==================== design 1
File: src/rtl/btn_conditioner_pkg.sv
// Shared definitions for the button conditioner: per-button FSM states,
// button indices and default timing constants (100 MHz clock).
package btn_conditioner_pkg;

  typedef enum logic [2:0] {
    ST_IDLE         = 3'd0,
    ST_PRESS_WAIT   = 3'd1,
    ST_PRESSED      = 3'd2,
    ST_REPEATING    = 3'd3,
    ST_RELEASE_WAIT = 3'd4
  } btn_state_e;

  localparam int NUM_BTNS  = 4;
  localparam int BTN_START = 0;
  localparam int BTN_LEFT  = 1;
  localparam int BTN_RIGHT = 2;
  localparam int BTN_DOWN  = 3;

  localparam int DEF_DB_CYCLES  = 1000000;
  localparam int DEF_RPT_DELAY  = 50000000;
  localparam int DEF_RPT_PERIOD = 10000000;

  function automatic int max3(input int a, input int b, input int c);
    int m;
    m = (a > b) ? a : b;
    return (m > c) ? m : c;
  endfunction

  // One spare bit above the largest terminal count so no state can wrap.
  function automatic int cnt_width(input int db, input int rd, input int rp);
    return $clog2(max3(db, rd, rp)) + 1;
  endfunction

endpackage

File: src/rtl/btn_debounce_one.sv
// One button: 2-flop synchronizer, debounce/auto-repeat FSM and its private
// counter. All outputs come straight from flops.
module btn_debounce_one
  import btn_conditioner_pkg::*;
#(
  parameter int DB_CYCLES  = DEF_DB_CYCLES,
  parameter int RPT_DELAY  = DEF_RPT_DELAY,
  parameter int RPT_PERIOD = DEF_RPT_PERIOD
) (
  input  logic i_clk,
  input  logic i_rst_n,
  input  logic i_raw,
  output logic o_level,
  output logic o_pulse,
  output logic o_repeat
);

  localparam int CNT_W = cnt_width(DB_CYCLES, RPT_DELAY, RPT_PERIOD);
  localparam logic [CNT_W-1:0] DB_LAST = CNT_W'(DB_CYCLES - 1);
  localparam logic [CNT_W-1:0] RD_LAST = CNT_W'(RPT_DELAY - 1);
  localparam logic [CNT_W-1:0] RP_LAST = CNT_W'(RPT_PERIOD - 1);

  logic             r_s1, r_s2;
  btn_state_e       r_state, w_state_nxt;
  logic [CNT_W-1:0] r_cnt, w_cnt_nxt;
  logic             r_level, r_pulse, r_repeat;
  logic             w_level_nxt, w_pulse_nxt, w_repeat_nxt;

  always_ff @(posedge i_clk or negedge i_rst_n) begin
    if (!i_rst_n) begin
      r_s1 <= 1'b0;
      r_s2 <= 1'b0;
    end else begin
      r_s1 <= i_raw;
      r_s2 <= r_s1;
    end
  end

  always_comb begin
    w_state_nxt  = r_state;
    w_cnt_nxt    = r_cnt + CNT_W'(1);
    w_pulse_nxt  = 1'b0;
    w_repeat_nxt = 1'b0;
    case (r_state)
      ST_IDLE: begin
        w_cnt_nxt = '0;
        if (r_s2) w_state_nxt = ST_PRESS_WAIT;
      end
      ST_PRESS_WAIT: begin
        if (!r_s2) begin
          w_state_nxt = ST_IDLE;
        end else if (r_cnt == DB_LAST) begin
          w_state_nxt  = ST_PRESSED;
          w_pulse_nxt  = 1'b1;
          w_repeat_nxt = 1'b1;
        end
      end
      ST_PRESSED: begin
        if (!r_s2) begin
          w_state_nxt = ST_RELEASE_WAIT;
        end else if (r_cnt == RD_LAST) begin
          w_state_nxt  = ST_REPEATING;
          w_repeat_nxt = 1'b1;
        end
      end
      ST_REPEATING: begin
        if (!r_s2) begin
          w_state_nxt = ST_RELEASE_WAIT;
        end else if (r_cnt == RP_LAST) begin
          w_cnt_nxt    = '0;
          w_repeat_nxt = 1'b1;
        end
      end
      ST_RELEASE_WAIT: begin
        // A short dip while held lands back in PRESSED silently; repeat timing restarts.
        if (r_s2)                  w_state_nxt = ST_PRESSED;
        else if (r_cnt == DB_LAST) w_state_nxt = ST_IDLE;
      end
      default: w_state_nxt = ST_IDLE;
    endcase
    if (w_state_nxt != r_state) w_cnt_nxt = '0;
    w_level_nxt = (w_state_nxt inside {ST_PRESSED, ST_REPEATING, ST_RELEASE_WAIT});
  end

  always_ff @(posedge i_clk or negedge i_rst_n) begin
    if (!i_rst_n) begin
      r_state  <= ST_IDLE;
      r_cnt    <= '0;
      r_level  <= 1'b0;
      r_pulse  <= 1'b0;
      r_repeat <= 1'b0;
    end else begin
      r_state  <= w_state_nxt;
      r_cnt    <= w_cnt_nxt;
      r_level  <= w_level_nxt;
      r_pulse  <= w_pulse_nxt;
      r_repeat <= w_repeat_nxt;
    end
  end

  assign o_level  = r_level;
  assign o_pulse  = r_pulse;
  assign o_repeat = r_repeat;

endmodule

File: src/rtl/btn_conditioner.sv
// Four independent button conditioners (Start, Left, Right, Down). The game
// logic uses btn_pulse for Start/Down and btn_repeat for Left/Right.
module btn_conditioner
  import btn_conditioner_pkg::*;
#(
  parameter int DB_CYCLES  = DEF_DB_CYCLES,
  parameter int RPT_DELAY  = DEF_RPT_DELAY,
  parameter int RPT_PERIOD = DEF_RPT_PERIOD
) (
  input  logic                Clk,
  input  logic                Reset_n,
  input  logic [NUM_BTNS-1:0] btn_raw,
  output logic [NUM_BTNS-1:0] btn_level,
  output logic [NUM_BTNS-1:0] btn_pulse,
  output logic [NUM_BTNS-1:0] btn_repeat
);

  for (genvar g = 0; g < NUM_BTNS; g++) begin : g_btn
    btn_debounce_one #(
      .DB_CYCLES (DB_CYCLES),
      .RPT_DELAY (RPT_DELAY),
      .RPT_PERIOD(RPT_PERIOD)
    ) u_btn (
      .i_clk   (Clk),
      .i_rst_n (Reset_n),
      .i_raw   (btn_raw[g]),
      .o_level (btn_level[g]),
      .o_pulse (btn_pulse[g]),
      .o_repeat(btn_repeat[g])
    );
  end

endmodule

File: config.mk
export PLATFORM = sky130hd
export DESIGN_NAME = btn_conditioner
export DESIGN_NICKNAME = d
export VERILOG_FILES = /design/src/rtl/btn_conditioner_pkg.sv /design/src/rtl/btn_debounce_one.sv /design/src/rtl/btn_conditioner.sv
export SDC_FILE = /design/constraint.sdc
export NUM_CORES = 1
export LEC_CHECK = 0
export CAP_MARGIN = 20
export CORE_MARGIN = 3
export CORE_UTILIZATION = 35
export CTS_CLUSTER_SIZE = 30
export DETAILED_ROUTE_END_ITERATION = 10
export PLACE_DENSITY_LB_ADDON = 0.15
export SYNTH_ARGS = -nofsm -noshare
export SYNTH_HDL_FRONTEND = slang
export SYNTH_SLANG_ARGS = --single-unit
File: constraint.sdc
create_clock -name Clk -period 6 [get_ports Clk]
set_input_delay 0.6 -clock Clk [delete_from_list [all_inputs] [get_ports Clk]]
set_output_delay 0.6 -clock Clk [all_outputs]
set_load 0.005 [all_outputs]
==================== design 2
$ cat config.mk
export PLATFORM = sky130hd
export DESIGN_NAME = direction_encoder
export DESIGN_NICKNAME = d
export VERILOG_FILES = /design/src/rtl/direction_encoder.sv
export SDC_FILE = /design/constraint.sdc
export NUM_CORES = 1
export LEC_CHECK = 0
export ABC_AREA = 1
export CORE_MARGIN = 4
export CORE_UTILIZATION = 54
export CTS_BUF_LIST = sky130_fd_sc_hd__clkbuf_2
export DETAILED_ROUTE_END_ITERATION = 7
export PLACE_DENSITY_LB_ADDON = 0.25
export SYNTH_ARGS = -nofsm -noshare
export SYNTH_HDL_FRONTEND = slang
export SYNTH_SLANG_ARGS = --single-unit
export TNS_END_PERCENT = 100
$ cat constraint.sdc
create_clock -name clk -period 1.1 [get_ports clk]
set_input_delay 0.11 -clock clk [delete_from_list [all_inputs] [get_ports clk]]
set_output_delay 0.11 -clock clk [all_outputs]
set_load 0.05 [all_outputs]
$ cat src/rtl/direction_encoder.sv
// Direction button encoder: sync + debounce four buttons, encode each new press as a 2-bit select code
// on a valid/ready handshake. Optional auto-repeat while held is enabled with `define DIR_ENC_REPEAT_EN.
module direction_encoder #(
  parameter int DB_CYCLES = 16,
  parameter int DB_W      = 5
`ifdef DIR_ENC_REPEAT_EN
  ,
  parameter int RPT_CYCLES = 1000,
  parameter int RPT_W      = 10
`endif
) (
  input  logic clk,
  input  logic rst_n,
  input  logic up,
  input  logic right,
  input  logic down,
  input  logic left,
  input  logic code_ready,
  output logic code_valid,
  output logic select1,
  output logic select0,
  output logic multi
);

  typedef enum logic [1:0] {IDLE, VALID, RELEASE} state_t;

  state_t          state;
  logic [3:0]      raw;
  logic [3:0]      sync_p0;
  logic [3:0]      sync_p1;
  logic [3:0]      deb;
  logic [3:0]      deb_q;
  logic [3:0]      press;
  logic [DB_W-1:0] db_cnt [4];
`ifdef DIR_ENC_REPEAT_EN
  logic [RPT_W-1:0] rpt_cnt;
`endif

  // Bit index doubles as the select code: up=0, right=1, down=2, left=3.
  assign raw   = {left, down, right, up};
  assign press = deb & ~deb_q;

  function automatic logic [1:0] encode(input logic [3:0] p);
    if (p[0])      return 2'd0;
    else if (p[1]) return 2'd1;
    else if (p[2]) return 2'd2;
    else           return 2'd3;
  endfunction

  function automatic logic more_than_one(input logic [3:0] d);
    return |(d & (d - 4'd1));
  endfunction

  // Stage p0/p1: two-flop synchroniser, then per-line debounce and press edge detect
  always_ff @(posedge clk or negedge rst_n) begin
    if (!rst_n) begin
      sync_p0 <= '0;
      sync_p1 <= '0;
      deb     <= '0;
      deb_q   <= '0;
      for (int i = 0; i < 4; i++) db_cnt[i] <= '0;
    end else begin
      sync_p0 <= raw;
      sync_p1 <= sync_p0;
      deb_q   <= deb;
      for (int i = 0; i < 4; i++) begin
        if (sync_p1[i] == deb[i]) begin
          db_cnt[i] <= '0;
        end else if (db_cnt[i] == DB_W'(DB_CYCLES - 1)) begin
          deb[i]    <= sync_p1[i];
          db_cnt[i] <= '0;
        end else begin
          db_cnt[i] <= db_cnt[i] + 1'b1;
        end
      end
    end
  end

  // Handshake FSM: outputs are registered alongside the state
  always_ff @(posedge clk or negedge rst_n) begin
    if (!rst_n) begin
      state      <= IDLE;
      code_valid <= 1'b0;
      select1    <= 1'b0;
      select0    <= 1'b0;
      multi      <= 1'b0;
`ifdef DIR_ENC_REPEAT_EN
      rpt_cnt    <= '0;
`endif
    end else begin
      case (state)
        IDLE: begin
          if (|press) begin
            {select1, select0} <= encode(press);
            multi              <= more_than_one(deb);
            code_valid         <= 1'b1;
            state              <= VALID;
          end
        end
        VALID: begin
`ifdef DIR_ENC_REPEAT_EN
          rpt_cnt <= '0;
`endif
          if (code_ready) begin
            code_valid <= 1'b0;
            state      <= RELEASE;
          end
        end
        RELEASE: begin
          if (deb == 4'd0) begin
            state <= IDLE;
          end
`ifdef DIR_ENC_REPEAT_EN
          // Only the originally captured button held on its own keeps the repeat timer running.
          else if (deb == (4'b0001 << {select1, select0})) begin
            if (rpt_cnt == RPT_W'(RPT_CYCLES - 1)) begin
              rpt_cnt    <= '0;
              multi      <= 1'b0;
              code_valid <= 1'b1;
              state      <= VALID;
            end else begin
              rpt_cnt <= rpt_cnt + 1'b1;
            end
          end else begin
            rpt_cnt <= '0;
          end
`endif
        end
        default: begin
          code_valid <= 1'b0;
          state      <= IDLE;
        end
      endcase
    end
  end

endmodule

==================== design 3
**src/rtl/l2_cache_writeback_drain.sv**
```systemverilog
// l2_cache_writeback_drain
// Queues evicted dirty L2 lines (address + 512-bit data) and serializes the
// head line to system memory as BEATS beats over a valid/ready port.
// Optional feature macro: L2_WB_FORWARD_EN enables the forward lookup
// (fwd_hit/fwd_data) into queued lines. Without it, fwd_hit/fwd_data are tied 0.
//
// state | meaning
// ------+--------------------------------------------------------------
// IDLE  | no beat offered; launches a burst next edge if a line is queued
// BURST | head line on the bus, beat_idx selects the beat being offered
module l2_cache_writeback_drain #(
  parameter int FIFO_DEPTH = 4,
  parameter int BEAT_WIDTH = 32
) (
  input  logic                  clk,
  input  logic                  reset,
  input  logic                  wb_enq_valid,
  input  logic [25:0]           wb_enq_address,
  input  logic [511:0]          wb_enq_data,
  output logic                  wb_full,
  output logic                  wb_empty,
  output logic                  smi_valid,
  input  logic                  smi_ready,
  output logic [31:0]           smi_address,
  output logic [BEAT_WIDTH-1:0] smi_data,
  output logic                  smi_last,
  input  logic [25:0]           fwd_address,
  output logic                  fwd_hit,
  output logic [511:0]          fwd_data
);

  localparam int BEATS = 512 / BEAT_WIDTH;
  localparam int PTR_W = $clog2(FIFO_DEPTH);
  localparam int CNT_W = PTR_W + 1;
  localparam int BI_W  = (BEATS > 1) ? $clog2(BEATS) : 1;
  localparam logic [BI_W-1:0]  LAST_BEAT  = BI_W'(BEATS - 1);
  localparam logic [31:0]      BEAT_BYTES = 32'(BEAT_WIDTH / 8);
  localparam logic [CNT_W-1:0] CNT_FULL   = CNT_W'(FIFO_DEPTH);

  typedef enum logic {IDLE = 1'b0, BURST = 1'b1} state_t;

  state_t state, state_nxt;

  logic [25:0]  fifo_addr [FIFO_DEPTH];
  logic [511:0] fifo_data [FIFO_DEPTH];

  logic [PTR_W-1:0] head, tail;
  logic [CNT_W-1:0] count;
  logic [BI_W-1:0]  beat_idx, beat_idx_nxt;
  logic             push, pop;
  logic [BEATS-1:0][BEAT_WIDTH-1:0] head_beats;

  // Full is a pure function of count: a pop on the same edge does not free a slot.
  assign wb_full  = (count == CNT_FULL);
  assign wb_empty = (count == '0) && (state == IDLE);
  assign push     = wb_enq_valid && !wb_full;

  // Next-state, beat advance and pop decision.
  always_comb begin
    state_nxt    = state;
    beat_idx_nxt = beat_idx;
    smi_valid    = 1'b0;
    pop          = 1'b0;
    case (state)
      IDLE: begin
        beat_idx_nxt = '0;
        if (count != '0) state_nxt = BURST;
      end
      BURST: begin
        smi_valid = 1'b1;
        if (smi_ready) begin
          if (beat_idx == LAST_BEAT) begin
            pop          = 1'b1;
            beat_idx_nxt = '0;
            state_nxt    = IDLE;
          end else begin
            beat_idx_nxt = beat_idx + 1'b1;
          end
        end
      end
      default: state_nxt = IDLE;
    endcase
  end

  // Beat payload: MSB-first slice of the head line, zero when nothing is offered.
  always_comb begin
    head_beats  = fifo_data[head];
    smi_address = '0;
    smi_data    = '0;
    smi_last    = 1'b0;
    if (state == BURST) begin
      smi_address = {fifo_addr[head], 6'b0} + (32'(beat_idx) * BEAT_BYTES);
      smi_data    = head_beats[LAST_BEAT - beat_idx];
      smi_last    = (beat_idx == LAST_BEAT);
    end
  end

  // State, beat counter, pointers and occupancy.
  always_ff @(posedge clk) begin
    if (reset) begin
      state    <= IDLE;
      beat_idx <= '0;
      head     <= '0;
      tail     <= '0;
      count    <= '0;
    end else begin
      state    <= state_nxt;
      beat_idx <= beat_idx_nxt;
      if (push) tail <= tail + 1'b1;
      if (pop)  head <= head + 1'b1;
      case ({push, pop})
        2'b10:   count <= count + 1'b1;
        2'b01:   count <= count - 1'b1;
        default: count <= count;
      endcase
    end
  end

  // Line storage; contents need no reset since occupancy is tracked by count.
  always_ff @(posedge clk) begin
    if (push) begin
      fifo_addr[tail] <= wb_enq_address;
      fifo_data[tail] <= wb_enq_data;
    end
  end

`ifndef SYNTHESIS
  // Flag lines lost because upstream pushed into a full queue.
  always_ff @(posedge clk) begin
    if (!reset && wb_enq_valid && wb_full)
      $display("%m: error: enqueue of line %h dropped, writeback queue full", wb_enq_address);
  end
`endif

`ifdef L2_WB_FORWARD_EN
  logic [PTR_W-1:0] fwd_idx;

  // Scan oldest to youngest so the youngest matching line wins.
  always_comb begin
    fwd_hit  = 1'b0;
    fwd_data = '0;
    fwd_idx  = head;
    for (int k = 0; k < FIFO_DEPTH; k++) begin
      fwd_idx = head + PTR_W'(k);
      if ((CNT_W'(k) < count) && (fifo_addr[fwd_idx] == fwd_address)) begin
        fwd_hit  = 1'b1;
        fwd_data = fifo_data[fwd_idx];
      end
    end
  end
`else
  logic unused_fwd;

  assign unused_fwd = ^fwd_address;
  assign fwd_hit    = 1'b0;
  assign fwd_data   = '0;
`endif

endmodule
```
**config.mk**
```make
export PLATFORM = sky130hd
export DESIGN_NAME = l2_cache_writeback_drain
export DESIGN_NICKNAME = d
export VERILOG_FILES = /design/src/rtl/l2_cache_writeback_drain.sv
export SDC_FILE = /design/constraint.sdc
export NUM_CORES = 2
export LEC_CHECK = 0
export ABC_CLOCK_PERIOD_IN_PS = 19350
export CORE_AREA = 2 2 449 451
export DETAILED_ROUTE_END_ITERATION = 16
export DIE_AREA = 0 0 451 453
export PLACE_DENSITY = 0.71
export SLEW_MARGIN = 30
export SYNTH_ARGS = -nofsm -noshare
export SYNTH_HDL_FRONTEND = slang
export SYNTH_SLANG_ARGS = --single-unit
export TNS_END_PERCENT = 1
```
**constraint.sdc**
```tcl
create_clock -name clk -period 19.35 [get_ports clk]
set_input_delay 3.87 -clock clk [delete_from_list [all_inputs] [get_ports clk]]
set_output_delay 3.87 -clock clk [all_outputs]
set_load 0.02 [all_outputs]
```
design_3/metal_stack.png
The bar under the picture is 100 um long. Only two layers are drawn.
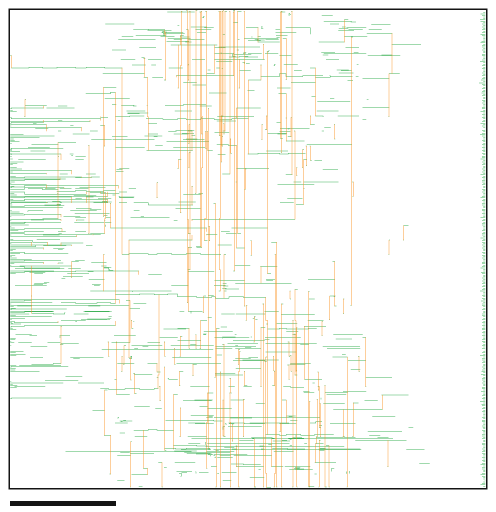
orange -> met4  # wire length 11,500 um
green -> met3  # wire length 14,900 um
WL per Instance: 27.9 um
Total Routing Usage GR: 20.4%
Routed WL: 214,000 um
routed via count: 41,500

==> flow_summary_export.csv, design 3 <==
group,metric,value,unit
floorplanning,die_h,453,um
layout,comb_area_share,18.3,%
layout,synthToLayoutAreaGrowth,16.4,%
placed_design,post-place-ws,10.22,ns
power,internal-power,7.90,mW
status,status,"complete, no violations",
floorplanning,ios,1149,
clock_network,cts_setup_buffers,0,
clock_network,hold_buffers,0,
sta,worstMarginPinSlew,1.22,ns
sta,whs,0.518,ns
worst_setup_path,crit_path_max_incr_delay,0.86,ns
floorplanning,core,0.199,mm^2
yosys,fa_ha_area_share,0.110,%
placed_design,place_inst,7195,
worst_setup_path,worstPathRequired,15.48,ns
worst_setup_path,cp_cell_sequence,"buf_12 -> buf_4 -> buf_4 -> mux4_2 -> o22ai_1 -> a211oi_2 -> a32o_1 -> clkdlybuf4s50_1",
power,total_power,10.1,mW
sta,timing.final.crit_share,50.0,%
floorplanning,fp_util,43.3,%
layout,lay_top_count,"edfxtp_1",
sta,setup_tns,0,ns
layout,drive_above_1_share,18.0,%
yosys,ys_warn_count,0,
detailed_routing,postRouteAntennaNets,0,
detailed_routing,drcViolationCount,0,
layout,clockNetworkAreaShare,6.72,%
## design 3: worst paths after layout
| check | from | endpoint | slack (ns) |
|---|---|---|---|
| worst max-delay path | flop | smi_data[5] | 9.67 |
| worst min-delay path | head[1] | flop | 0.52 |
| worst max register to register | count[2] | fifo_data[0][67] | 14.91 |
| worst min register to register | head[1] | flop | 0.52 |
## design 3: state kept, by name, summed over array words and instances, names as in the netlist, named ones only
signal	flops
beat_idx	4
count	3
fifo_addr	104
fifo_data	2048
head	2
state	1
tail	2
design_1/pdn.png
The bar under the picture is 50 um long. Pins as bars on the die edge. Tap cells in grey.
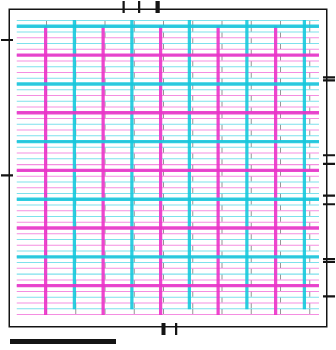
cyan -> VDD
magenta -> VSS
met1 rails = 52
rows = 51
tap cells = 265
Chip Height: 149 um
Die W: 149 um
core area: 0.0198 mm^2

==> flow_summary_export.csv, design 1 <==
group,metric,value,unit
status,status,"complete, no violations",
layout,drive_above_1_share,5.51,%
worst_setup_path,crit_type,"flop to flop",
layout,final_core_util,41.0,%
sta,slew_headroom,30.1,%
layout,clock_buffers,25,
layout,combGateArea,0.00341,mm^2
worst_setup_path,cp-startpoint,"g_btn[2].u_btn.r_cnt[11]",
placed_design,hpwl,9810,um
floorplanning,rows,51,
worst_setup_path,critPathBufInv,0,
yosys,top_cell_area_share,48.9,%
yosys,ys_sh_simple,29.7,%
yosys,synthDistinctLibCells,54,
global_routing,grt_pass1_vias,5256,
detailed_routing,drt_pass1_iterations,4,
yosys,avgSynthCellArea,9.40,um^2
clock_network,numClockSinks,140,
yosys,netlist_area,0.00717,mm^2
yosys,numSynthFlops,140,
sta,hold_viol_final,0,
placed_design,port_buffers,17,
yosys,yosysTopAreaCell,"dfrtp_1",
design 1: power breakdown:
part | internal [mW] | total (mW) | switching (mW)
clock network | 0.674 | 1.05 | 0.380
logic | 0.0159 | 0.0592 | 0.0433
registers | 0.952 | 0.963 | 0.0106
design 1: layer usage:
layer	up-vias	track usage, %	part of all wire [%]
li1	2652	-	-
met1	2620	18.0	48
met2	74	22.6	48
met3	21	3.10	2.7
met4	0	5.22	1.7
met5	-	0	0
design 1: kinds of logic after synthesis:
logic type	after synthesis
and+or+nand+nor	419
DFF	140
xor gates and xnor gates	99
adders and majority gates	4
AOI/OAI and AO/OA	51
buffers and inverters	50
design_2/pdn.png
The bar under the picture is 20 um long. Pins as bars on the die edge. Tap cells in grey.
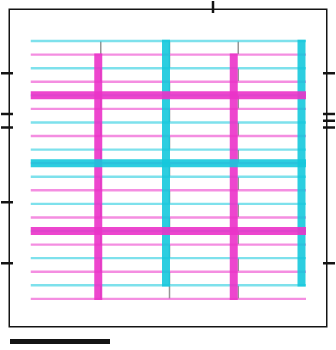
cyan -> VDD
magenta -> VSS
met1 rails = 20
rows = 19
Chip Height: 63.3 um
Die W: 63.3 um
VDD IR max: 1030 uV
core area: 0.00285 mm^2

design_2/metal_stack.png
The bar under the picture is 20 um long. Only two layers are drawn.
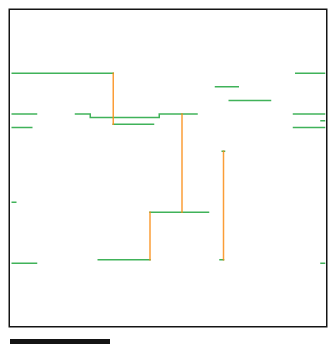
orange -> met4  # wire length 61.2 um
green -> met3  # wire length 124 um
Total Routing Usage GR: 15.5%
Routed WL: 2960 um
WL per Instance: 12.5 um
routed via count: 1,184

==> flow_summary_export.csv, design 2 <==
group,metric,value,unit
layout,fin_cells,237,
yosys,top_logic_kind,"simple AND/OR/NAND/NOR gates",
sta,slew_headroom,82.4,%
yosys,ys_seq_share,63.5,%
sta,fin_ws,-0.0329,ns
global_routing,grt_pass1_wl,4750,um
sta,skew,0.0144,ns
worst_setup_path,reg2reg_to,"db_cnt[3]",
status,violations,"negative setup slack",
worst_setup_path,crit_path_max_incr_delay,0.46,ns
sta,setup_violations,9,
detailed_routing,postRouteAntennaNets,0,
layout,antenna_cells,0,
layout,clockNetworkAreaShare,2.95,%
worst_hold_path,hold_class,"primary input to flop",
sta,setup_tns,-0.124,ns
sta,fmax,883,MHz
status,status,"finished with violations",
## design 2: where the power goes
group,switching (mW),total (mW),internal (mW)
Sequential,0.0519,1.66,1.61
Combinational,0.168,0.343,0.176
Clock,0.477,0.855,0.377
## design 2: state kept, by name, summed over array words and instances (netlist names)
register / count
db_cnt: 20
deb: 4
deb_q: 4
sync_p0: 4
sync_p1: 4
state: 2
code_valid: 1
multi: 1
select0: 1
select1: 1
## design 2: routing by layer
metal	global-route usage, %	part of all wire (%)
met4	5.66	2.1
met2	27.2	54
met1	16.8	40
met5	0	0
met3	5.86	4.2

## Gallery

Placed cells, one colour a class.
picture 1
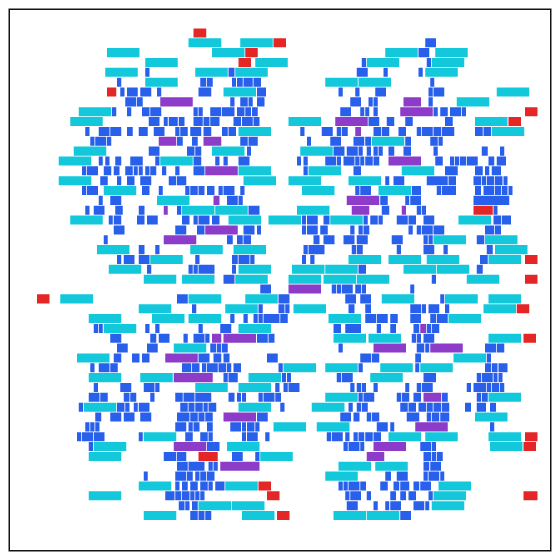
picture 2
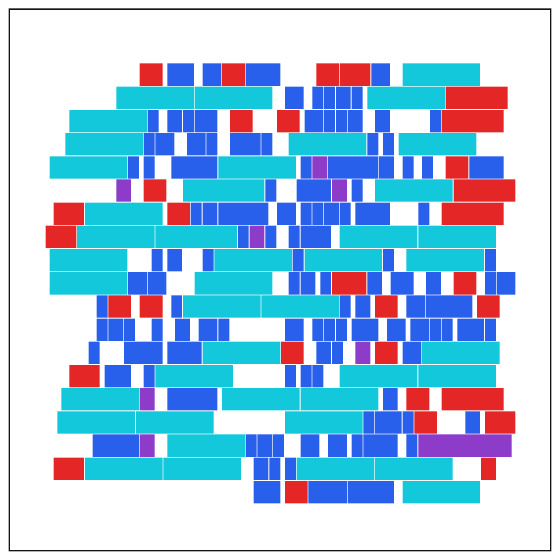
picture 3
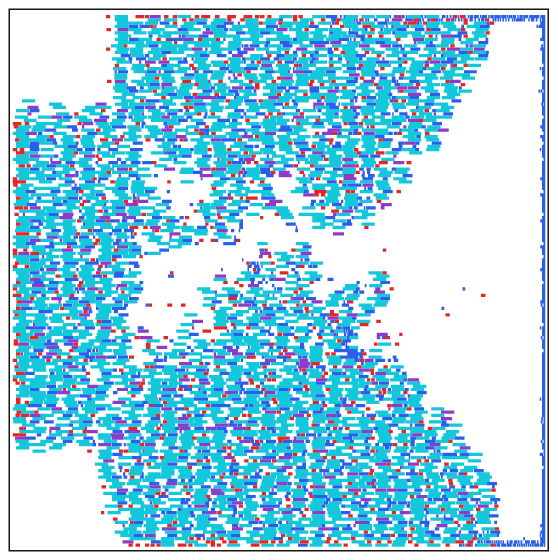
- most sequential cells: picture 3
- highest utilization: picture 2
design 1 -> picture 1
design 2 -> picture 2
design 3 -> picture 3


==================== design 4
`src/rtl/fetch_decode_unit_if.sv`:
```
// Bus bundle for the fetch/decode front end: the instruction-memory
// write port going in, and the fetch/decode results going out.
interface fetch_decode_unit_if #(
  parameter int size = 7
);
  logic               mem_write_enable;
  logic [size-1:0]    mem_write_addr;
  logic [31:0]        mem_write_data;

  logic [31:0]        pc_value;
  logic [31:0]        instr;
  logic [4:0]         reg_id_d;
  logic signed [31:0] imm_value;
  logic               reg_write_enable;

  // Driver side: loads the instruction memory, observes decode results.
  modport master (
    output mem_write_enable,
    output mem_write_addr,
    output mem_write_data,
    input  pc_value,
    input  instr,
    input  reg_id_d,
    input  imm_value,
    input  reg_write_enable
  );

  // Front-end side.
  modport slave (
    input  mem_write_enable,
    input  mem_write_addr,
    input  mem_write_data,
    output pc_value,
    output instr,
    output reg_id_d,
    output imm_value,
    output reg_write_enable
  );
endinterface

```
`src/rtl/fetch_decode_unit.sv`:
```
// Instruction fetch and decode front end for the ADDI-only datapath.
// A free-running byte PC indexes a word-addressed instruction memory
// (synchronous write, combinational read); the fetched word is decoded
// into destination id, sign-extended I-immediate and a write enable.
module fetch_decode_unit #(
  parameter int size = 7
) (
  input  logic                  clk,
  input  logic                  reset_n,
  fetch_decode_unit_if.slave    bus
);

  localparam int DEPTH = 1 << size;

  localparam logic [6:0] OPCODE_OP_IMM = 7'b0010011;
  localparam logic [2:0] FUNCT3_ADDI   = 3'b000;

  // Sign-extend a 12-bit I-type immediate field to 32 bits.
  function automatic logic signed [31:0] sext_imm12(input logic [11:0] field);
    sext_imm12 = signed'({{20{field[11]}}, field});
  endfunction

  // ADDI is OP-IMM with funct3 zero; rs1 is never examined.
  function automatic logic is_addi(input logic [31:0] word);
    is_addi = (word[6:0] == OPCODE_OP_IMM) && (word[14:12] == FUNCT3_ADDI);
  endfunction

  logic [31:0]     mem_q [DEPTH];
  logic [31:0]     pc_q;
  logic [31:0]     pc_d;
  logic [size-1:0] rd_idx;
  logic [31:0]     instr_w;

  // Next PC: always advance one word, wrapping naturally at 2^32.
  always_comb begin
    pc_d = pc_q + 32'd4;
  end

  // PC register; only the PC is reset, memory contents survive reset.
  always_ff @(posedge clk) begin
    if (!reset_n) begin
      pc_q <= '0;
    end else begin
      pc_q <= pc_d;
    end
  end

  // Instruction memory write port, active regardless of reset.
  always_ff @(posedge clk) begin
    if (bus.mem_write_enable) begin
      mem_q[bus.mem_write_addr] <= bus.mem_write_data;
    end
  end

  // Combinational fetch: low two PC bits and bits above the array are
  // dropped, so the PC aliases every DEPTH words.
  always_comb begin
    rd_idx  = pc_q[size+1:2];
    instr_w = mem_q[rd_idx];
  end

  // Decode straight from the fetched word; fields are driven even when
  // the instruction is not an ADDI.
  always_comb begin
    bus.pc_value         = pc_q;
    bus.instr            = instr_w;
    bus.reg_id_d         = instr_w[11:7];
    bus.imm_value        = sext_imm12(instr_w[31:20]);
    bus.reg_write_enable = is_addi(instr_w);
  end

endmodule

```
`src/flat_wrapper.sv`:
```
// flat-port wrapper written by rule: the top's interface ports become plain ports
module fetch_decode_unit_flat 
#(
  parameter int size = 7
)
  (clk, reset_n, bus_mem_write_enable, bus_mem_write_addr, bus_mem_write_data, bus_pc_value, bus_instr, bus_reg_id_d, bus_imm_value, bus_reg_write_enable);
  fetch_decode_unit_if #(.size(size)) bus_i ();
  input  logic clk;
  input  logic reset_n;
  input wire logic [$bits(bus_i.mem_write_enable)-1:0] bus_mem_write_enable;
  input wire logic [$bits(bus_i.mem_write_addr)-1:0] bus_mem_write_addr;
  input wire logic [$bits(bus_i.mem_write_data)-1:0] bus_mem_write_data;
  output wire logic [$bits(bus_i.pc_value)-1:0] bus_pc_value;
  output wire logic [$bits(bus_i.instr)-1:0] bus_instr;
  output wire logic [$bits(bus_i.reg_id_d)-1:0] bus_reg_id_d;
  output wire logic [$bits(bus_i.imm_value)-1:0] bus_imm_value;
  output wire logic [$bits(bus_i.reg_write_enable)-1:0] bus_reg_write_enable;
  assign bus_i.mem_write_enable = bus_mem_write_enable;
  assign bus_i.mem_write_addr = bus_mem_write_addr;
  assign bus_i.mem_write_data = bus_mem_write_data;
  assign bus_pc_value = bus_i.pc_value;
  assign bus_instr = bus_i.instr;
  assign bus_reg_id_d = bus_i.reg_id_d;
  assign bus_imm_value = bus_i.imm_value;
  assign bus_reg_write_enable = bus_i.reg_write_enable;
  fetch_decode_unit #(.size(size)) u_core (.clk(clk), .reset_n(reset_n), .bus(bus_i));
endmodule
```
`config.mk`:
```
export PLATFORM = sky130hd
export DESIGN_NAME = fetch_decode_unit_flat
export DESIGN_NICKNAME = d
export VERILOG_FILES = /design/src/rtl/fetch_decode_unit_if.sv /design/src/rtl/fetch_decode_unit.sv /design/src/flat_wrapper.sv
export SDC_FILE = /design/constraint.sdc
export NUM_CORES = 2
export LEC_CHECK = 0
export CAP_MARGIN = 20
export CORE_MARGIN = 4
export CORE_UTILIZATION = 40
export DETAILED_ROUTE_END_ITERATION = 10
export PLACE_DENSITY = 0.54
export SYNTH_ARGS = -nofsm -noshare
export SYNTH_HDL_FRONTEND = slang
export SYNTH_SLANG_ARGS = --single-unit
```
`constraint.sdc`:
```
create_clock -name clk -period 11 [get_ports clk]
set_input_delay 3.3 -clock clk [delete_from_list [all_inputs] [get_ports clk]]
set_output_delay 3.3 -clock clk [all_outputs]
set_load 0.1 [all_outputs]
```
==================== design 5
--- config.mk ---
export PLATFORM = sky130hd
export DESIGN_NAME = alu_driver
export DESIGN_NICKNAME = d
export VERILOG_FILES = /design/src/rtl/alu_driver.sv
export SDC_FILE = /design/constraint.sdc
export NUM_CORES = 1
export LEC_CHECK = 0
export CAP_MARGIN = 20
export CORE_UTILIZATION = 50
export DETAILED_ROUTE_END_ITERATION = 6
export PLACE_DENSITY = 0.75
export SLEW_MARGIN = 20
export SYNTH_ARGS = -nofsm -noshare
export SYNTH_HDL_FRONTEND = slang
export SYNTH_SLANG_ARGS = --single-unit
--- constraint.sdc ---
create_clock -name iCLK -period 2.5 [get_ports iCLK]
set_input_delay 0.375 -clock iCLK [delete_from_list [all_inputs] [get_ports iCLK]]
set_output_delay 0.375 -clock iCLK [all_outputs]
set_load 0.05 [all_outputs]
--- src/rtl/alu_driver.sv ---
// Command sequencer for a combinational 4-bit ALU. Commands are queued in a small FIFO and
// issued one at a time. Each result is returned over a valid/ready port with a div/mod-by-zero flag.
module alu_driver #(
  parameter int DEPTH = 4,
  parameter int CNT_W = 8
) (
  input  logic             iCLK,
  input  logic             iRSTn,
  input  logic             iCMD_VALID,
  output logic             oCMD_READY,
  input  logic [3:0]       iCMD_INST,
  input  logic [3:0]       iCMD_A,
  input  logic [3:0]       iCMD_B,
  output logic [3:0]       oALU_A,
  output logic [3:0]       oALU_B,
  output logic [3:0]       oALU_INST,
  input  logic [7:0]       iALU_RESULT,
  output logic             oRSP_VALID,
  input  logic             iRSP_READY,
  output logic [7:0]       oRSP_RESULT,
  output logic             oRSP_ERR,
  output logic [CNT_W-1:0] oCNT
);

  localparam int AW = $clog2(DEPTH);

  typedef struct packed {
    logic [3:0] inst;
    logic [3:0] a;
    logic [3:0] b;
  } cmd_t;

  typedef struct packed {
    logic [7:0] result;
    logic       err;
  } rsp_t;

  typedef enum logic [1:0] {IDLE, EXEC, RESP} state_t;

  // ---------------- command FIFO ----------------
  cmd_t          fifo_q [DEPTH];
  logic [AW-1:0] wr_ptr_q, rd_ptr_q;
  logic [AW:0]   count_q, count_d;
  logic          full, empty, push, pop;
  cmd_t          cmd_in, head;
  state_t        state_q;

  assign cmd_in     = '{inst: iCMD_INST, a: iCMD_A, b: iCMD_B};
  assign head       = fifo_q[rd_ptr_q];
  assign full       = (count_q == (AW+1)'(DEPTH));
  assign empty      = (count_q == '0);
  assign oCMD_READY = ~full;
  assign push       = iCMD_VALID & ~full;
  assign pop        = (state_q == IDLE) & ~empty;

  always_comb begin
    count_d = count_q;
    case ({push, pop})
      2'b10:   count_d = count_q + 1'b1;
      2'b01:   count_d = count_q - 1'b1;
      default: count_d = count_q;
    endcase
  end

  // Storage needs no reset: an entry is only read after it has been written.
  always_ff @(posedge iCLK) begin
    if (push) fifo_q[wr_ptr_q] <= cmd_in;
  end

  // DEPTH is a power of two, so pointers wrap by natural overflow.
  always_ff @(posedge iCLK or negedge iRSTn) begin
    if (!iRSTn) begin
      wr_ptr_q <= '0;
      rd_ptr_q <= '0;
      count_q  <= '0;
    end else begin
      if (push) wr_ptr_q <= wr_ptr_q + 1'b1;
      if (pop)  rd_ptr_q <= rd_ptr_q + 1'b1;
      count_q <= count_d;
    end
  end

  // ---------------- issue / capture FSM ----------------
  cmd_t             alu_q;
  rsp_t             rsp_q;
  logic             rsp_valid_q;
  logic [CNT_W-1:0] cnt_q;
  logic             div_zero;

  assign div_zero = ((alu_q.inst == 4'h3) || (alu_q.inst == 4'h4)) && (alu_q.b == 4'h0);

  always_ff @(posedge iCLK or negedge iRSTn) begin
    if (!iRSTn) begin
      state_q     <= IDLE;
      alu_q       <= '0;
      rsp_q       <= '0;
      rsp_valid_q <= 1'b0;
      cnt_q       <= '0;
    end else begin
      case (state_q)
        IDLE: begin
          if (pop) begin
            alu_q   <= head;
            state_q <= EXEC;
          end
        end
        EXEC: begin
          // The ALU result for a zero divisor is undefined, so it is replaced outright.
          if (div_zero) rsp_q <= '{result: 8'h00, err: 1'b1};
          else          rsp_q <= '{result: iALU_RESULT, err: 1'b0};
          rsp_valid_q <= 1'b1;
          state_q     <= RESP;
        end
        RESP: begin
          if (rsp_valid_q && iRSP_READY) begin
            rsp_valid_q <= 1'b0;
            cnt_q       <= cnt_q + 1'b1;
            state_q     <= IDLE;
          end
        end
        default: state_q <= IDLE;
      endcase
    end
  end

  assign oALU_A      = alu_q.a;
  assign oALU_B      = alu_q.b;
  assign oALU_INST   = alu_q.inst;
  assign oRSP_VALID  = rsp_valid_q;
  assign oRSP_RESULT = rsp_q.result;
  assign oRSP_ERR    = rsp_q.err;
  assign oCNT        = cnt_q;

endmodule

==================== design 6
--- src/rtl/cu_pkg.sv ---
// Shared definitions for the control-unit pipeline stages: the writeback FSM
// encoding, ALU flag bit positions and default datapath widths.
package cu_pkg;

    localparam int CU_XLEN   = 32;
    localparam int CU_REG_AW = 5;

    localparam int FLG_OVF  = 0;
    localparam int FLG_ZERO = 1;
    localparam int FLG_CON  = 2;
    localparam int FLG_ERR  = 3;

    typedef enum logic [1:0] {
        IDLE   = 2'd0,
        WAIT   = 2'd1,
        COMMIT = 2'd2,
        TRAP   = 2'd3
    } wb_state_t;

endpackage

--- src/rtl/cu_wb.sv ---
// Writeback stage: holds the decode tag, consumes one EX result per instruction,
// writes the register file, resolves branches and traps on ALU errors.
module cu_wb
    import cu_pkg::*;
#(
    parameter int XLEN   = CU_XLEN,
    parameter int REG_AW = CU_REG_AW
) (
    input  logic              soc_clk,
    input  logic              WB_reset_n,
    // Handshakes: a tag transfers on an edge where ctl_valid and ctl_ready are
    // both high; a result transfers on the WAIT edge that sees ex_result_ready,
    // and wb_result_taken pulses for exactly the following cycle. EX holds its
    // result until it sees that pulse.
    input  logic              ctl_valid,
    output logic              ctl_ready,
    input  logic [REG_AW-1:0] ctl_rd_addr,
    input  logic              ctl_rd_we,
    input  logic              ctl_is_branch,
    input  logic [XLEN-1:0]   ctl_branch_target,
    input  logic [XLEN-1:0]   ctl_pc_plus4,
    input  logic [XLEN-1:0]   ex_result_data,
    input  logic              ex_result_ready,
    input  logic              ex_overflow,
    input  logic              ex_zero,
    input  logic              ex_con_met,
    input  logic              ex_err,
    output logic              wb_result_taken,
    output logic              rf_we,
    output logic [REG_AW-1:0] rf_waddr,
    output logic [XLEN-1:0]   rf_wdata,
    output logic              pc_load,
    output logic [XLEN-1:0]   pc_next,
    output logic [3:0]        last_flags,
    output logic              trap,
    input  logic              trap_clear,
    output logic [31:0]       retire_count,
    input  logic              dbg_retire_load,
    input  logic [31:0]       dbg_retire_value,
    output logic [1:0]        dbg_state
);

    wb_state_t         r_state;
    wb_state_t         w_state_nxt;

    logic [REG_AW-1:0] r_tag_rd_addr;
    logic              r_tag_rd_we;
    logic              r_tag_is_branch;
    logic [XLEN-1:0]   r_tag_target;
    logic [XLEN-1:0]   r_tag_pc_plus4;

    logic              r_ctl_ready;
    logic              r_taken;
    logic              r_rf_we;
    logic [REG_AW-1:0] r_rf_waddr;
    logic [XLEN-1:0]   r_rf_wdata;
    logic              r_pc_load;
    logic [XLEN-1:0]   r_pc_next;
    logic [3:0]        r_last_flags;
    logic              r_trap;
    logic [31:0]       r_retire_count;

    logic              w_accept;
    logic              w_capture;
    logic              w_commit;
    logic [3:0]        w_flags;

    // r_ctl_ready is low for the first cycle out of reset, so acceptance waits on it.
    assign w_accept  = (r_state == IDLE) && r_ctl_ready && ctl_valid;
    assign w_capture = (r_state == WAIT) && ex_result_ready;
    assign w_commit  = w_capture && !ex_err;

    always_comb begin
        w_flags           = '0;
        w_flags[FLG_OVF]  = ex_overflow;
        w_flags[FLG_ZERO] = ex_zero;
        w_flags[FLG_CON]  = ex_con_met;
        w_flags[FLG_ERR]  = ex_err;
    end

    always_ff @(posedge soc_clk or negedge WB_reset_n) begin
        if (!WB_reset_n) begin
            r_state <= IDLE;
        end else begin
            r_state <= w_state_nxt;
        end
    end

    always_comb begin
        w_state_nxt = r_state;
        case (r_state)
            IDLE:    if (w_accept) w_state_nxt = WAIT;
            WAIT:    if (ex_result_ready) w_state_nxt = ex_err ? TRAP : COMMIT;
            COMMIT:  w_state_nxt = IDLE;
            TRAP:    if (trap_clear) w_state_nxt = IDLE;
            default: w_state_nxt = IDLE;
        endcase
    end

    always_ff @(posedge soc_clk or negedge WB_reset_n) begin
        if (!WB_reset_n) begin
            r_tag_rd_addr   <= '0;
            r_tag_rd_we     <= 1'b0;
            r_tag_is_branch <= 1'b0;
            r_tag_target    <= '0;
            r_tag_pc_plus4  <= '0;
        end else if (w_accept) begin
            r_tag_rd_addr   <= ctl_rd_addr;
            r_tag_rd_we     <= ctl_rd_we;
            r_tag_is_branch <= ctl_is_branch;
            r_tag_target    <= ctl_branch_target;
            r_tag_pc_plus4  <= ctl_pc_plus4;
        end
    end

    // Strobes are registered from the capture edge so they line up with COMMIT/TRAP.
    always_ff @(posedge soc_clk or negedge WB_reset_n) begin
        if (!WB_reset_n) begin
            r_ctl_ready    <= 1'b0;
            r_taken        <= 1'b0;
            r_rf_we        <= 1'b0;
            r_rf_waddr     <= '0;
            r_rf_wdata     <= '0;
            r_pc_load      <= 1'b0;
            r_pc_next      <= '0;
            r_last_flags   <= '0;
            r_trap         <= 1'b0;
            r_retire_count <= '0;
        end else begin
            r_ctl_ready <= (w_state_nxt == IDLE);
            r_trap      <= (w_state_nxt == TRAP);
            r_taken     <= w_capture;
            r_rf_we     <= w_commit && r_tag_rd_we && (r_tag_rd_addr != '0);
            r_pc_load   <= w_commit && r_tag_is_branch;
            if (w_capture) begin
                r_last_flags <= w_flags;
            end
            if (w_commit) begin
                r_rf_waddr <= r_tag_rd_addr;
                r_rf_wdata <= ex_result_data;
            end
            if (w_commit && r_tag_is_branch) begin
                r_pc_next <= ex_con_met ? r_tag_target : r_tag_pc_plus4;
            end
            if (dbg_retire_load) begin
                r_retire_count <= dbg_retire_value;
            end else if (w_commit) begin
                r_retire_count <= r_retire_count + 32'd1;
            end
        end
    end

    assign ctl_ready       = r_ctl_ready;
    assign wb_result_taken = r_taken;
    assign rf_we           = r_rf_we;
    assign rf_waddr        = r_rf_waddr;
    assign rf_wdata        = r_rf_wdata;
    assign pc_load         = r_pc_load;
    assign pc_next         = r_pc_next;
    assign last_flags      = r_last_flags;
    assign trap            = r_trap;
    assign retire_count    = r_retire_count;
    assign dbg_state       = r_state;

endmodule

--- config.mk ---
export PLATFORM = sky130hd
export DESIGN_NAME = cu_wb
export DESIGN_NICKNAME = d
export VERILOG_FILES = /design/src/rtl/cu_pkg.sv /design/src/rtl/cu_wb.sv
export SDC_FILE = /design/constraint.sdc
export NUM_CORES = 1
export LEC_CHECK = 0
export ABC_AREA = 1
export CELL_PAD_IN_SITES_DETAIL_PLACEMENT = 1
export CELL_PAD_IN_SITES_GLOBAL_PLACEMENT = 1
export CORE_MARGIN = 10
export CORE_UTILIZATION = 35
export DETAILED_ROUTE_END_ITERATION = 10
export PLACE_DENSITY = 0.82
export SYNTH_ARGS = -nofsm -noshare
export SYNTH_HDL_FRONTEND = slang
export SYNTH_SLANG_ARGS = --single-unit
export TNS_END_PERCENT = 1
--- constraint.sdc ---
create_clock -name soc_clk -period 1.9 [get_ports soc_clk]
set_clock_uncertainty 0.2 [all_clocks]
set_input_delay 0.38 -clock soc_clk [delete_from_list [all_inputs] [get_ports soc_clk]]
set_output_delay 0.38 -clock soc_clk [all_outputs]
set_load 0.01 [all_outputs]
==================== design 7
===== src/rtl/cdb_arb.sv =====
// cdb_arb: shares the common data bus between execution units via per-unit 2-entry FIFOs.
// Fixed lowest-index priority by default; define CDB_ARB_RR_EN for round-robin priority.
module cdb_arb #(
    parameter int NUM_REQ = 3,
    parameter int TAG_W   = 4,
    parameter int DATA_W  = 32
) (
    input  logic                       clk,
    input  logic                       rst,
    input  logic                       flush,
    input  logic [NUM_REQ-1:0]         req_valid,
    output logic [NUM_REQ-1:0]         req_ready,
    input  logic [NUM_REQ*TAG_W-1:0]   req_tag,
    input  logic [NUM_REQ*5-1:0]       req_rd,
    input  logic [NUM_REQ*DATA_W-1:0]  req_data,
    output logic                       cdb_valid,
    output logic [TAG_W-1:0]           cdb_tag,
    output logic [4:0]                 cdb_rd,
    output logic [DATA_W-1:0]          cdb_data,
    output logic [$clog2(NUM_REQ)-1:0] cdb_src
);
    localparam int SrcW = $clog2(NUM_REQ);
    localparam int EntW = TAG_W + 5 + DATA_W;

    logic [EntW-1:0]    mem_q [NUM_REQ][2];
    logic [NUM_REQ-1:0] wr_ptr_q;
    logic [NUM_REQ-1:0] rd_ptr_q;
    logic [1:0]         cnt_q [NUM_REQ];

    logic [NUM_REQ-1:0] push;
    logic [NUM_REQ-1:0] pop;
    logic [NUM_REQ-1:0] nonempty;
    logic               gnt_valid;
    logic [SrcW-1:0]    gnt_idx;
    logic [EntW-1:0]    gnt_ent;

`ifdef CDB_ARB_RR_EN
    logic [SrcW-1:0]    rr_ptr_q;
`endif

    // Ready depends only on the registered count, so a full FIFO never looks ready.
    always_comb begin
        for (int i = 0; i < NUM_REQ; i++) begin
            req_ready[i] = (cnt_q[i] != 2'd2);
            nonempty[i]  = (cnt_q[i] != 2'd0);
            push[i]      = req_valid[i] && req_ready[i];
        end
    end

    always_comb begin
        gnt_valid = 1'b0;
        gnt_idx   = '0;
        for (int i = NUM_REQ - 1; i >= 0; i--) begin
            if (nonempty[i]) begin
                gnt_valid = 1'b1;
                gnt_idx   = SrcW'(i);
            end
        end
`ifdef CDB_ARB_RR_EN
        // Prefer the lowest non-empty index at or above rr_ptr; otherwise wrap to the lowest.
        for (int i = NUM_REQ - 1; i >= 0; i--) begin
            if (nonempty[i] && (SrcW'(i) >= rr_ptr_q)) begin
                gnt_idx = SrcW'(i);
            end
        end
`endif
    end

    always_comb begin
        pop     = '0;
        gnt_ent = '0;
        for (int i = 0; i < NUM_REQ; i++) begin
            if (gnt_valid && (gnt_idx == SrcW'(i))) begin
                pop[i]  = 1'b1;
                gnt_ent = mem_q[i][rd_ptr_q[i]];
            end
        end
    end

    always_ff @(posedge clk) begin
        if (rst || flush) begin
            wr_ptr_q <= '0;
            rd_ptr_q <= '0;
            for (int i = 0; i < NUM_REQ; i++) begin
                cnt_q[i] <= 2'd0;
            end
        end else begin
            for (int i = 0; i < NUM_REQ; i++) begin
                if (push[i]) begin
                    wr_ptr_q[i] <= ~wr_ptr_q[i];
                end
                if (pop[i]) begin
                    rd_ptr_q[i] <= ~rd_ptr_q[i];
                end
                if (push[i] && !pop[i]) begin
                    cnt_q[i] <= cnt_q[i] + 2'd1;
                end else if (pop[i] && !push[i]) begin
                    cnt_q[i] <= cnt_q[i] - 2'd1;
                end
            end
        end
    end

    // Storage needs no reset: the pointers and counts decide what is live.
    always_ff @(posedge clk) begin
        for (int i = 0; i < NUM_REQ; i++) begin
            if (push[i]) begin
                mem_q[i][wr_ptr_q[i]] <= {req_tag[i*TAG_W +: TAG_W], req_rd[i*5 +: 5],
                                          req_data[i*DATA_W +: DATA_W]};
            end
        end
    end

    always_ff @(posedge clk) begin
        if (rst) begin
            cdb_valid <= 1'b0;
            cdb_tag   <= '0;
            cdb_rd    <= '0;
            cdb_data  <= '0;
            cdb_src   <= '0;
        end else if (flush) begin
            cdb_valid <= 1'b0;
        end else begin
            cdb_valid <= gnt_valid;
            if (gnt_valid) begin
                {cdb_tag, cdb_rd, cdb_data} <= gnt_ent;
                cdb_src                     <= gnt_idx;
            end
        end
    end

`ifdef CDB_ARB_RR_EN
    // A grant in a flush cycle is discarded, so the pointer holds then.
    always_ff @(posedge clk) begin
        if (rst) begin
            rr_ptr_q <= '0;
        end else if (gnt_valid && !flush) begin
            rr_ptr_q <= (gnt_idx == SrcW'(NUM_REQ - 1)) ? '0 : gnt_idx + 1'b1;
        end
    end
`endif

endmodule

===== config.mk =====
export PLATFORM = sky130hd
export DESIGN_NAME = cdb_arb
export DESIGN_NICKNAME = d
export VERILOG_FILES = /design/src/rtl/cdb_arb.sv
export SDC_FILE = /design/constraint.sdc
export NUM_CORES = 1
export LEC_CHECK = 0
export CORE_MARGIN = 2
export CORE_UTILIZATION = 40
export DETAILED_ROUTE_END_ITERATION = 8
export GPL_TIMING_DRIVEN = 0
export MAX_ROUTING_LAYER = met4
export SYNTH_ARGS = -nofsm -noshare
export SYNTH_HDL_FRONTEND = slang
export SYNTH_SLANG_ARGS = --single-unit

===== constraint.sdc =====
create_clock -name clk -period 9.9 [get_ports clk]
set_clock_uncertainty 0.05 [all_clocks]
set_input_delay 2.97 -clock clk [delete_from_list [all_inputs] [get_ports clk]]
set_output_delay 2.97 -clock clk [all_outputs]
set_load 0.02 [all_outputs]

design_4/clock_map.png
The bar under the picture is 200 um long.
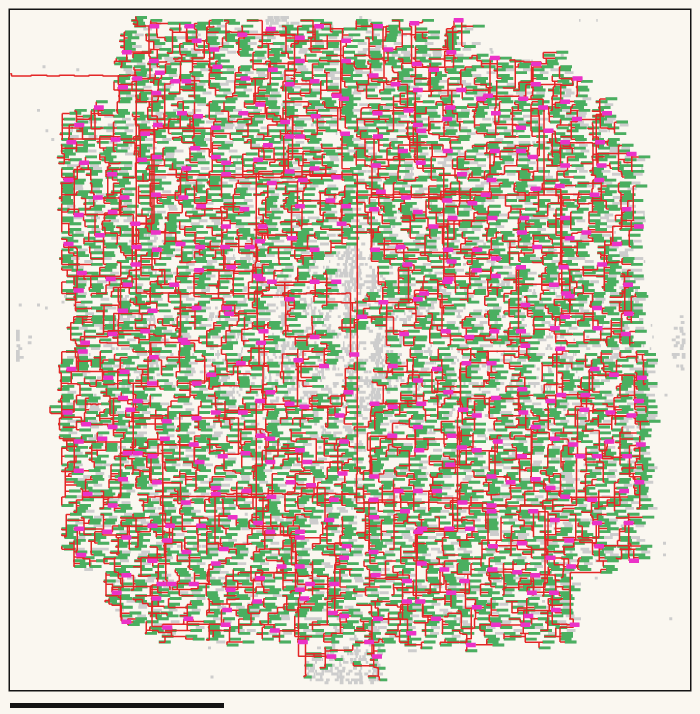
magenta -> cells driving clock nets  # count 421
red -> clock wires  # length 47.5 mm
green -> flip-flops  # count 4,126
flops lie = all over the die
routed clock nets = 422
Late-Pin Clk Latency: 0.96 ns
clock power share: 42.2%
Clock Skew: 0.0277 ns
P_clk: 14.4 mW

==> flow_summary_export.csv, design 4 <==
group,metric,value,unit
global_routing,grt_max_degree,125,
placed_design,port_buffers,141,
sta,setup_tns,0,ns
floorplanning,rows,230,
sta,hold_viol_final,0,
status,status,"complete, no violations",
power,switching_share,21.9,%
sta,whs,0.527,ns
power,switchingPower,7.47,mW
layout,combGateArea,0.0334,mm^2
layout,register_area,0.124,mm^2
global_routing,grt_pass1_wl,626000,um
global_routing,antenna_found_initial,46,
layout,lay_top_count,"edfxtp_1",
worst_setup_path,slowest_stage,"a21oi_1",
yosys,netlist_area,0.158,mm^2
global_routing,gr-total-overflow,0,
power,seq_power_share,51.0,%
sta,slew_headroom,13.3,%
yosys,aoi_share,0.894,%
power,power_leader,"sequential cells",
worst_setup_path,worstPathRequired,7.70,ns
global_routing,grtUsageMet3,4.08,%
-- design 4: per-layer routing --
layer  vias up  wire [um]
li1      29078          -
met1     41968     192000
met2      3594     215000
met3       646      39500
met4        14      12700
met5         -         82
-- design 4: registers in the layout (all words and copies together) (netlist names) --
| name | count |
|---|---|
| u_core.mem_q | 4096 |
| u_core.bus.pc_value | 30 |
-- design 4: worst register-to-register path: cells and delay by family (launching register included) --
kind	cells	cell delay (ns)
flops	1	1.05
simple gates	5	1.75
fa+ha+maj	1	0.36
xor+xnor	1	0.15
buf+inv	2	1.01
design_5/pdn.png
The bar under the picture is 20 um long. Pins as bars on the die edge. Tap cells in grey.
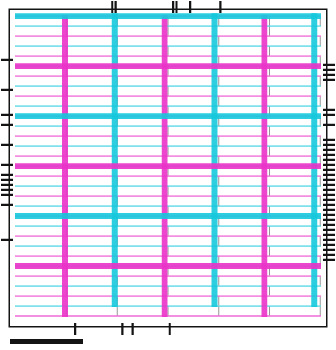
cyan -> VDD
magenta -> VSS
met5 straps = 6
rows = 30
Die W: 86.0 um
core area: 0.00679 mm^2

design_5/final_clocks.png
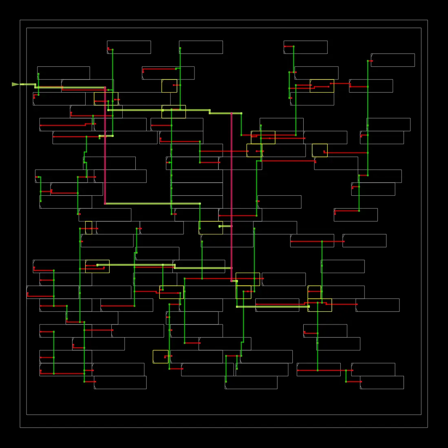
Late-Pin Clk Latency: 0.35 ns
# clock sinks: 87
Clock Skew: 0.0108 ns
CTS Buf Count: 9
CLK BUF: 10

==> flow_summary_export.csv, design 5 <==
group,metric,value,unit
yosys,numSynthFlops,87,
clock_network,cts_max_path_buffers,2,
yosys,top_logic_kind,"multiplexers",
yosys,synthDistinctLibCells,38,
layout,dominant_cells,"sequential cells",
clock_network,cts_tree,"built",
layout,final_cell_area,0.00436,mm^2
yosys,topCellsByArea,"edfxtp_1 41%, dfrtp_1 28%, mux4_2 7.0%, mux2_4 3.8%, nand2_1 2.6%",
worst_setup_path,crit_cells,2,
worst_setup_path,cp-startpoint,"count_q[0]",
layout,nMultiInputCombCells,107,
yosys,synth-main-ff-cell,"edfxtp_1",
status,status,"complete, no violations",
detailed_routing,met3_length,304,um
detailed_routing,drcViolationCount,0,
worst_setup_path,r2r-start,"count_q[0]",
detailed_routing,wl_met1,2690,um
yosys,fa_ha_area_share,2.70,%
sta,rsz0062_at_grt,"false",
global_routing,grtUsageMet2,26.2,%
-- design 5: cells in the mapped netlist, drive strengths merged, types with 3 or more instances --
| master | n |
|---|---|
| edfxtp | 48 |
| dfrtp | 39 |
| nand2 | 24 |
| mux2 | 14 |
| mux4 | 12 |
| o21ai | 8 |
| xnor2 | 8 |
| inv | 7 |
| ha | 6 |
| nor3 | 5 |
| xor2 | 5 |
| and3 | 4 |
| buf | 4 |
| nand4 | 3 |
-- design 5: power breakdown --
group	switching, mW	internal [mW]	total [mW]
Clock	0.504	0.375	0.879
Sequential	0.351	1.98	2.33
Combinational	1.43	1.14	2.57
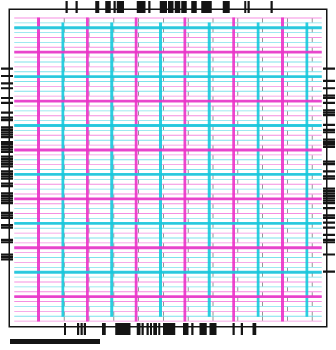
design_7/pdn.png
The bar under the picture is 50 um long. Pins as bars on the die edge. Tap cells in grey.
cyan -> VDD
magenta -> VSS
met1 rails = 63
tap cells = 384
met4 straps = 12
VDD IR max: 125 uV
Die W: 176 um

==> flow_summary_export.csv, design 7 <==
group,metric,value,unit
yosys,top_cell_area_share,64.1,%
global_routing,grt_pass1_wl,42900,um
global_routing,groute.usage.overall,19.0,%
clock_network,cts_made_buffers,31,
floorplanning,chip_area,0.0309,mm^2
layout,comb_area_share,19.7,%
worst_setup_path,crit_type,"flop to output port",
layout,antenna_cells,1,
layout,inv_count,4,
clock_network,path_clk_slew,0.06,ns
global_routing,grt_pass1_vias,7369,
power,powerDensity,229,mW/mm^2
sta,fmax,204,MHz
clock_network,cts_max_path_buffers,3,
layout,final_core_util,52.8,%
worst_hold_path,min_from,"cdb_data[6]",
clock_network,hold_buffers,0,
worst_setup_path,cp_cell_sequence,"nand2b_1 -> clkdlybuf4s50_1",
yosys,yosysTopAreaCell,"edfxtp_1",
layout,fillCellCount,2502,
layout,synthToLayoutAreaGrowth,29.1,%
floorplanning,fp_util,40.9,%
worst_hold_path,hold_path_depth,2,
detailed_routing,via_per_inst,5.19,
yosys,numSynthFlops,302,
status,status,"complete, no violations",
-- design 7: power by group through the flow --
stage          clock network [mW]  logic [mW]  registers, mW
2_1_floorplan                   0       0.379           1.63
3_3_place_gp                    0       0.722           1.60
3_5_place_dp                    0       0.745           1.59
4_1_cts                      1.21       0.749           1.56
5_1_grt                      1.25       0.800           1.57
6_report                     1.18       0.741           1.56
-- design 7: layer usage --
metal  vias up  track usage (%)  wire (um)
met1      3627             26.2      13300
met5         -                -          0
met2       239             30.2      13600
met4         0             4.17        498
li1       3498                -          -
met3        38             2.75       1660
design_6/clock_map.png
The bar under the picture is 50 um long.
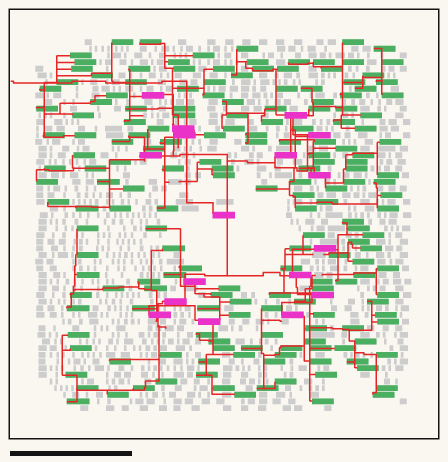
red -> clock wires  # length 2,490 um
magenta -> cells driving clock nets  # count 17
green -> flip-flops  # count 183
flops lie = all over the die
routed clock nets = 18
Late-Pin Clk Latency: 0.43 ns
P_clk: 3.68 mW
clock power share: 23.5%

==> flow_summary_export.csv, design 6 <==
group,metric,value,unit
detailed_routing,drt_pass1_iterations,4,
worst_hold_path,hold_class,"primary input to asynchronous set/reset pin",
placed_design,gp_congestion,0.838,
run,warning_count,27,
status,status,"complete, no violations",
floorplanning,chip_area,0.0306,mm^2
layout,lay_top_count,"nand2_1",
floorplanning,fp_util,35.7,%
worst_setup_path,worstPathRequired,1.32,ns
clock_network,cts_max_path_buffers,2,
yosys,ys_sh_simple,23.5,%
global_routing,grt_use_met1,21.3,%
power,total_power,15.7,mW
clock_network,path_clk_slew,0.08,ns
sta,fmax,546,MHz
layout,nets,1395,
worst_setup_path,endpoint_kind,"output port",
sta,worstMarginPinSlew,0.382,ns
global_routing,grtUsageMet2,31.8,%
layout,synthToLayoutAreaGrowth,44.0,%
sta,whs,0.203,ns
floorplanning,ios,257,
worst_setup_path,cp-startpoint,"retire_count[0]",
placed_design,hpwl,21200,um
yosys,top_cells_by_count,"345 x nand2_1, 183 x dfrtp_1, 89 x inv_1",
detailed_routing,wl_met1,11700,um
worst_setup_path,rr_worst_depth,9,
yosys,synth-xor-area-share,1.04,%
[design 6: timing repair]
action                                  in CTS  in global routing
endpoints found under the setup margin     112                  4
resized                                    122                  3
pin swaps                                    0                  1
hold buffers                                 1                  0
hold endpoints to repair                    37                  0
[design 6: where the power goes]
| part | switching, mW | internal, mW |
|---|---|---|
| logic | 2.84 | 2.70 |
| clock network | 1.77 | 1.90 |
| registers | 0.891 | 5.55 |


==> gallery <==
Routed metal, one colour a layer.
shot_01.png
The bar under the picture is 50 um long. Only two layers are drawn.
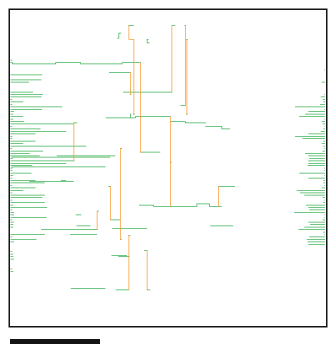
shot_02.png
The bar under the picture is 200 um long. Only two layers are drawn.
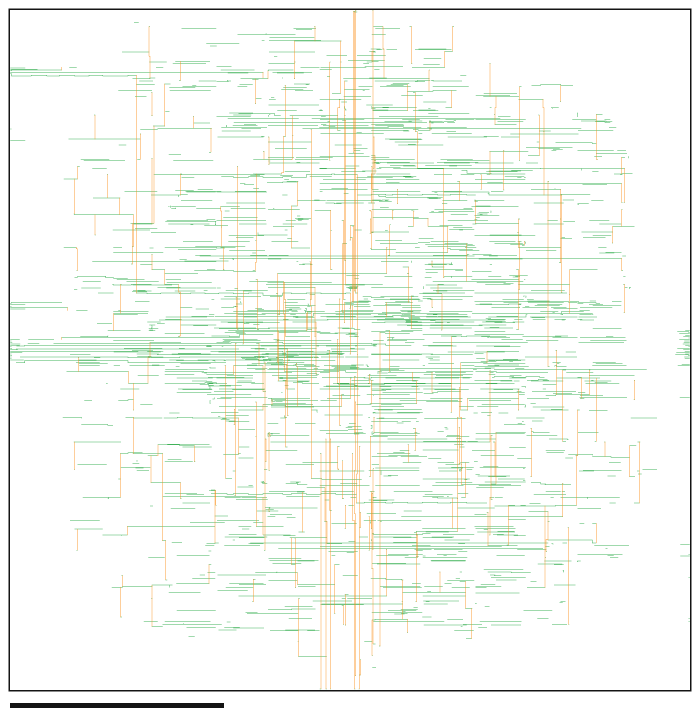
shot_03.png
The bar under the picture is 20 um long. Only two layers are drawn.
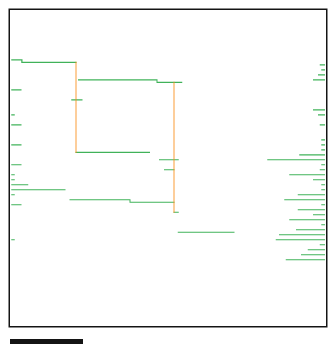
shot_04.png
The bar under the picture is 50 um long. Only two layers are drawn.
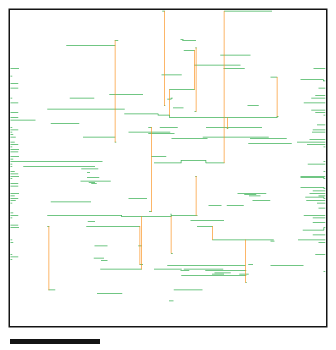
shot_05.png
The bar under the picture is 50 um long. Only two layers are drawn.
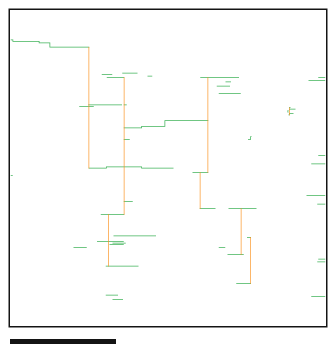
- design 6 = shot_01.png
- design 7 = shot_04.png
- design 4 = shot_02.png
- design 5 = shot_03.png
- design 1 = shot_05.png


==> notes/layouts.md <==
Pictures saved along the way, in no particular order.

Clock wiring as the flow saved it.
panel A
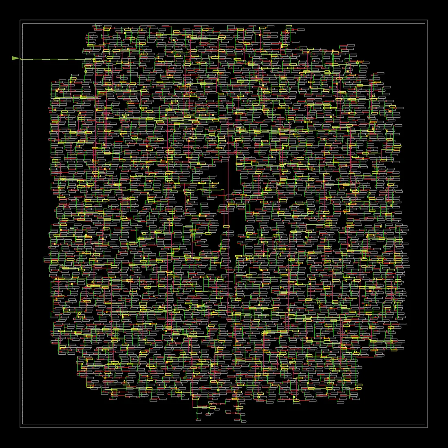
panel B
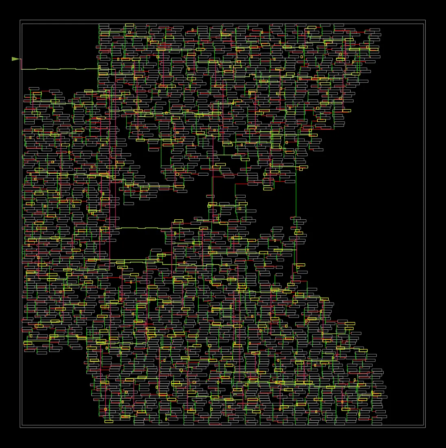
panel C
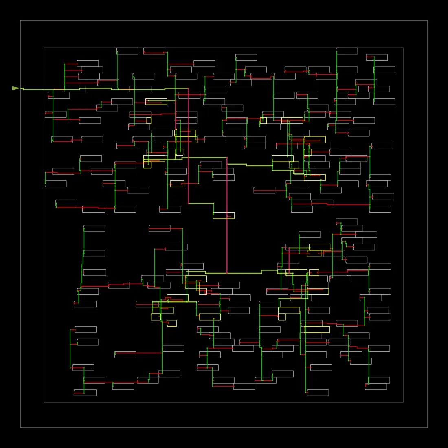
panel D
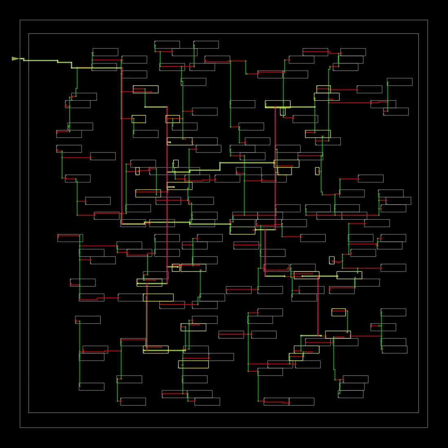
panel E
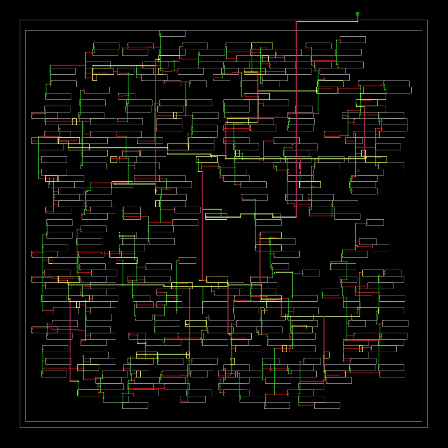
For design 7, see panel E.
For design 4, see panel A.
For design 3, see panel B.
For design 6, see panel C.
For design 1, see panel D.

Power is estimated from default activity; no workload was simulated.
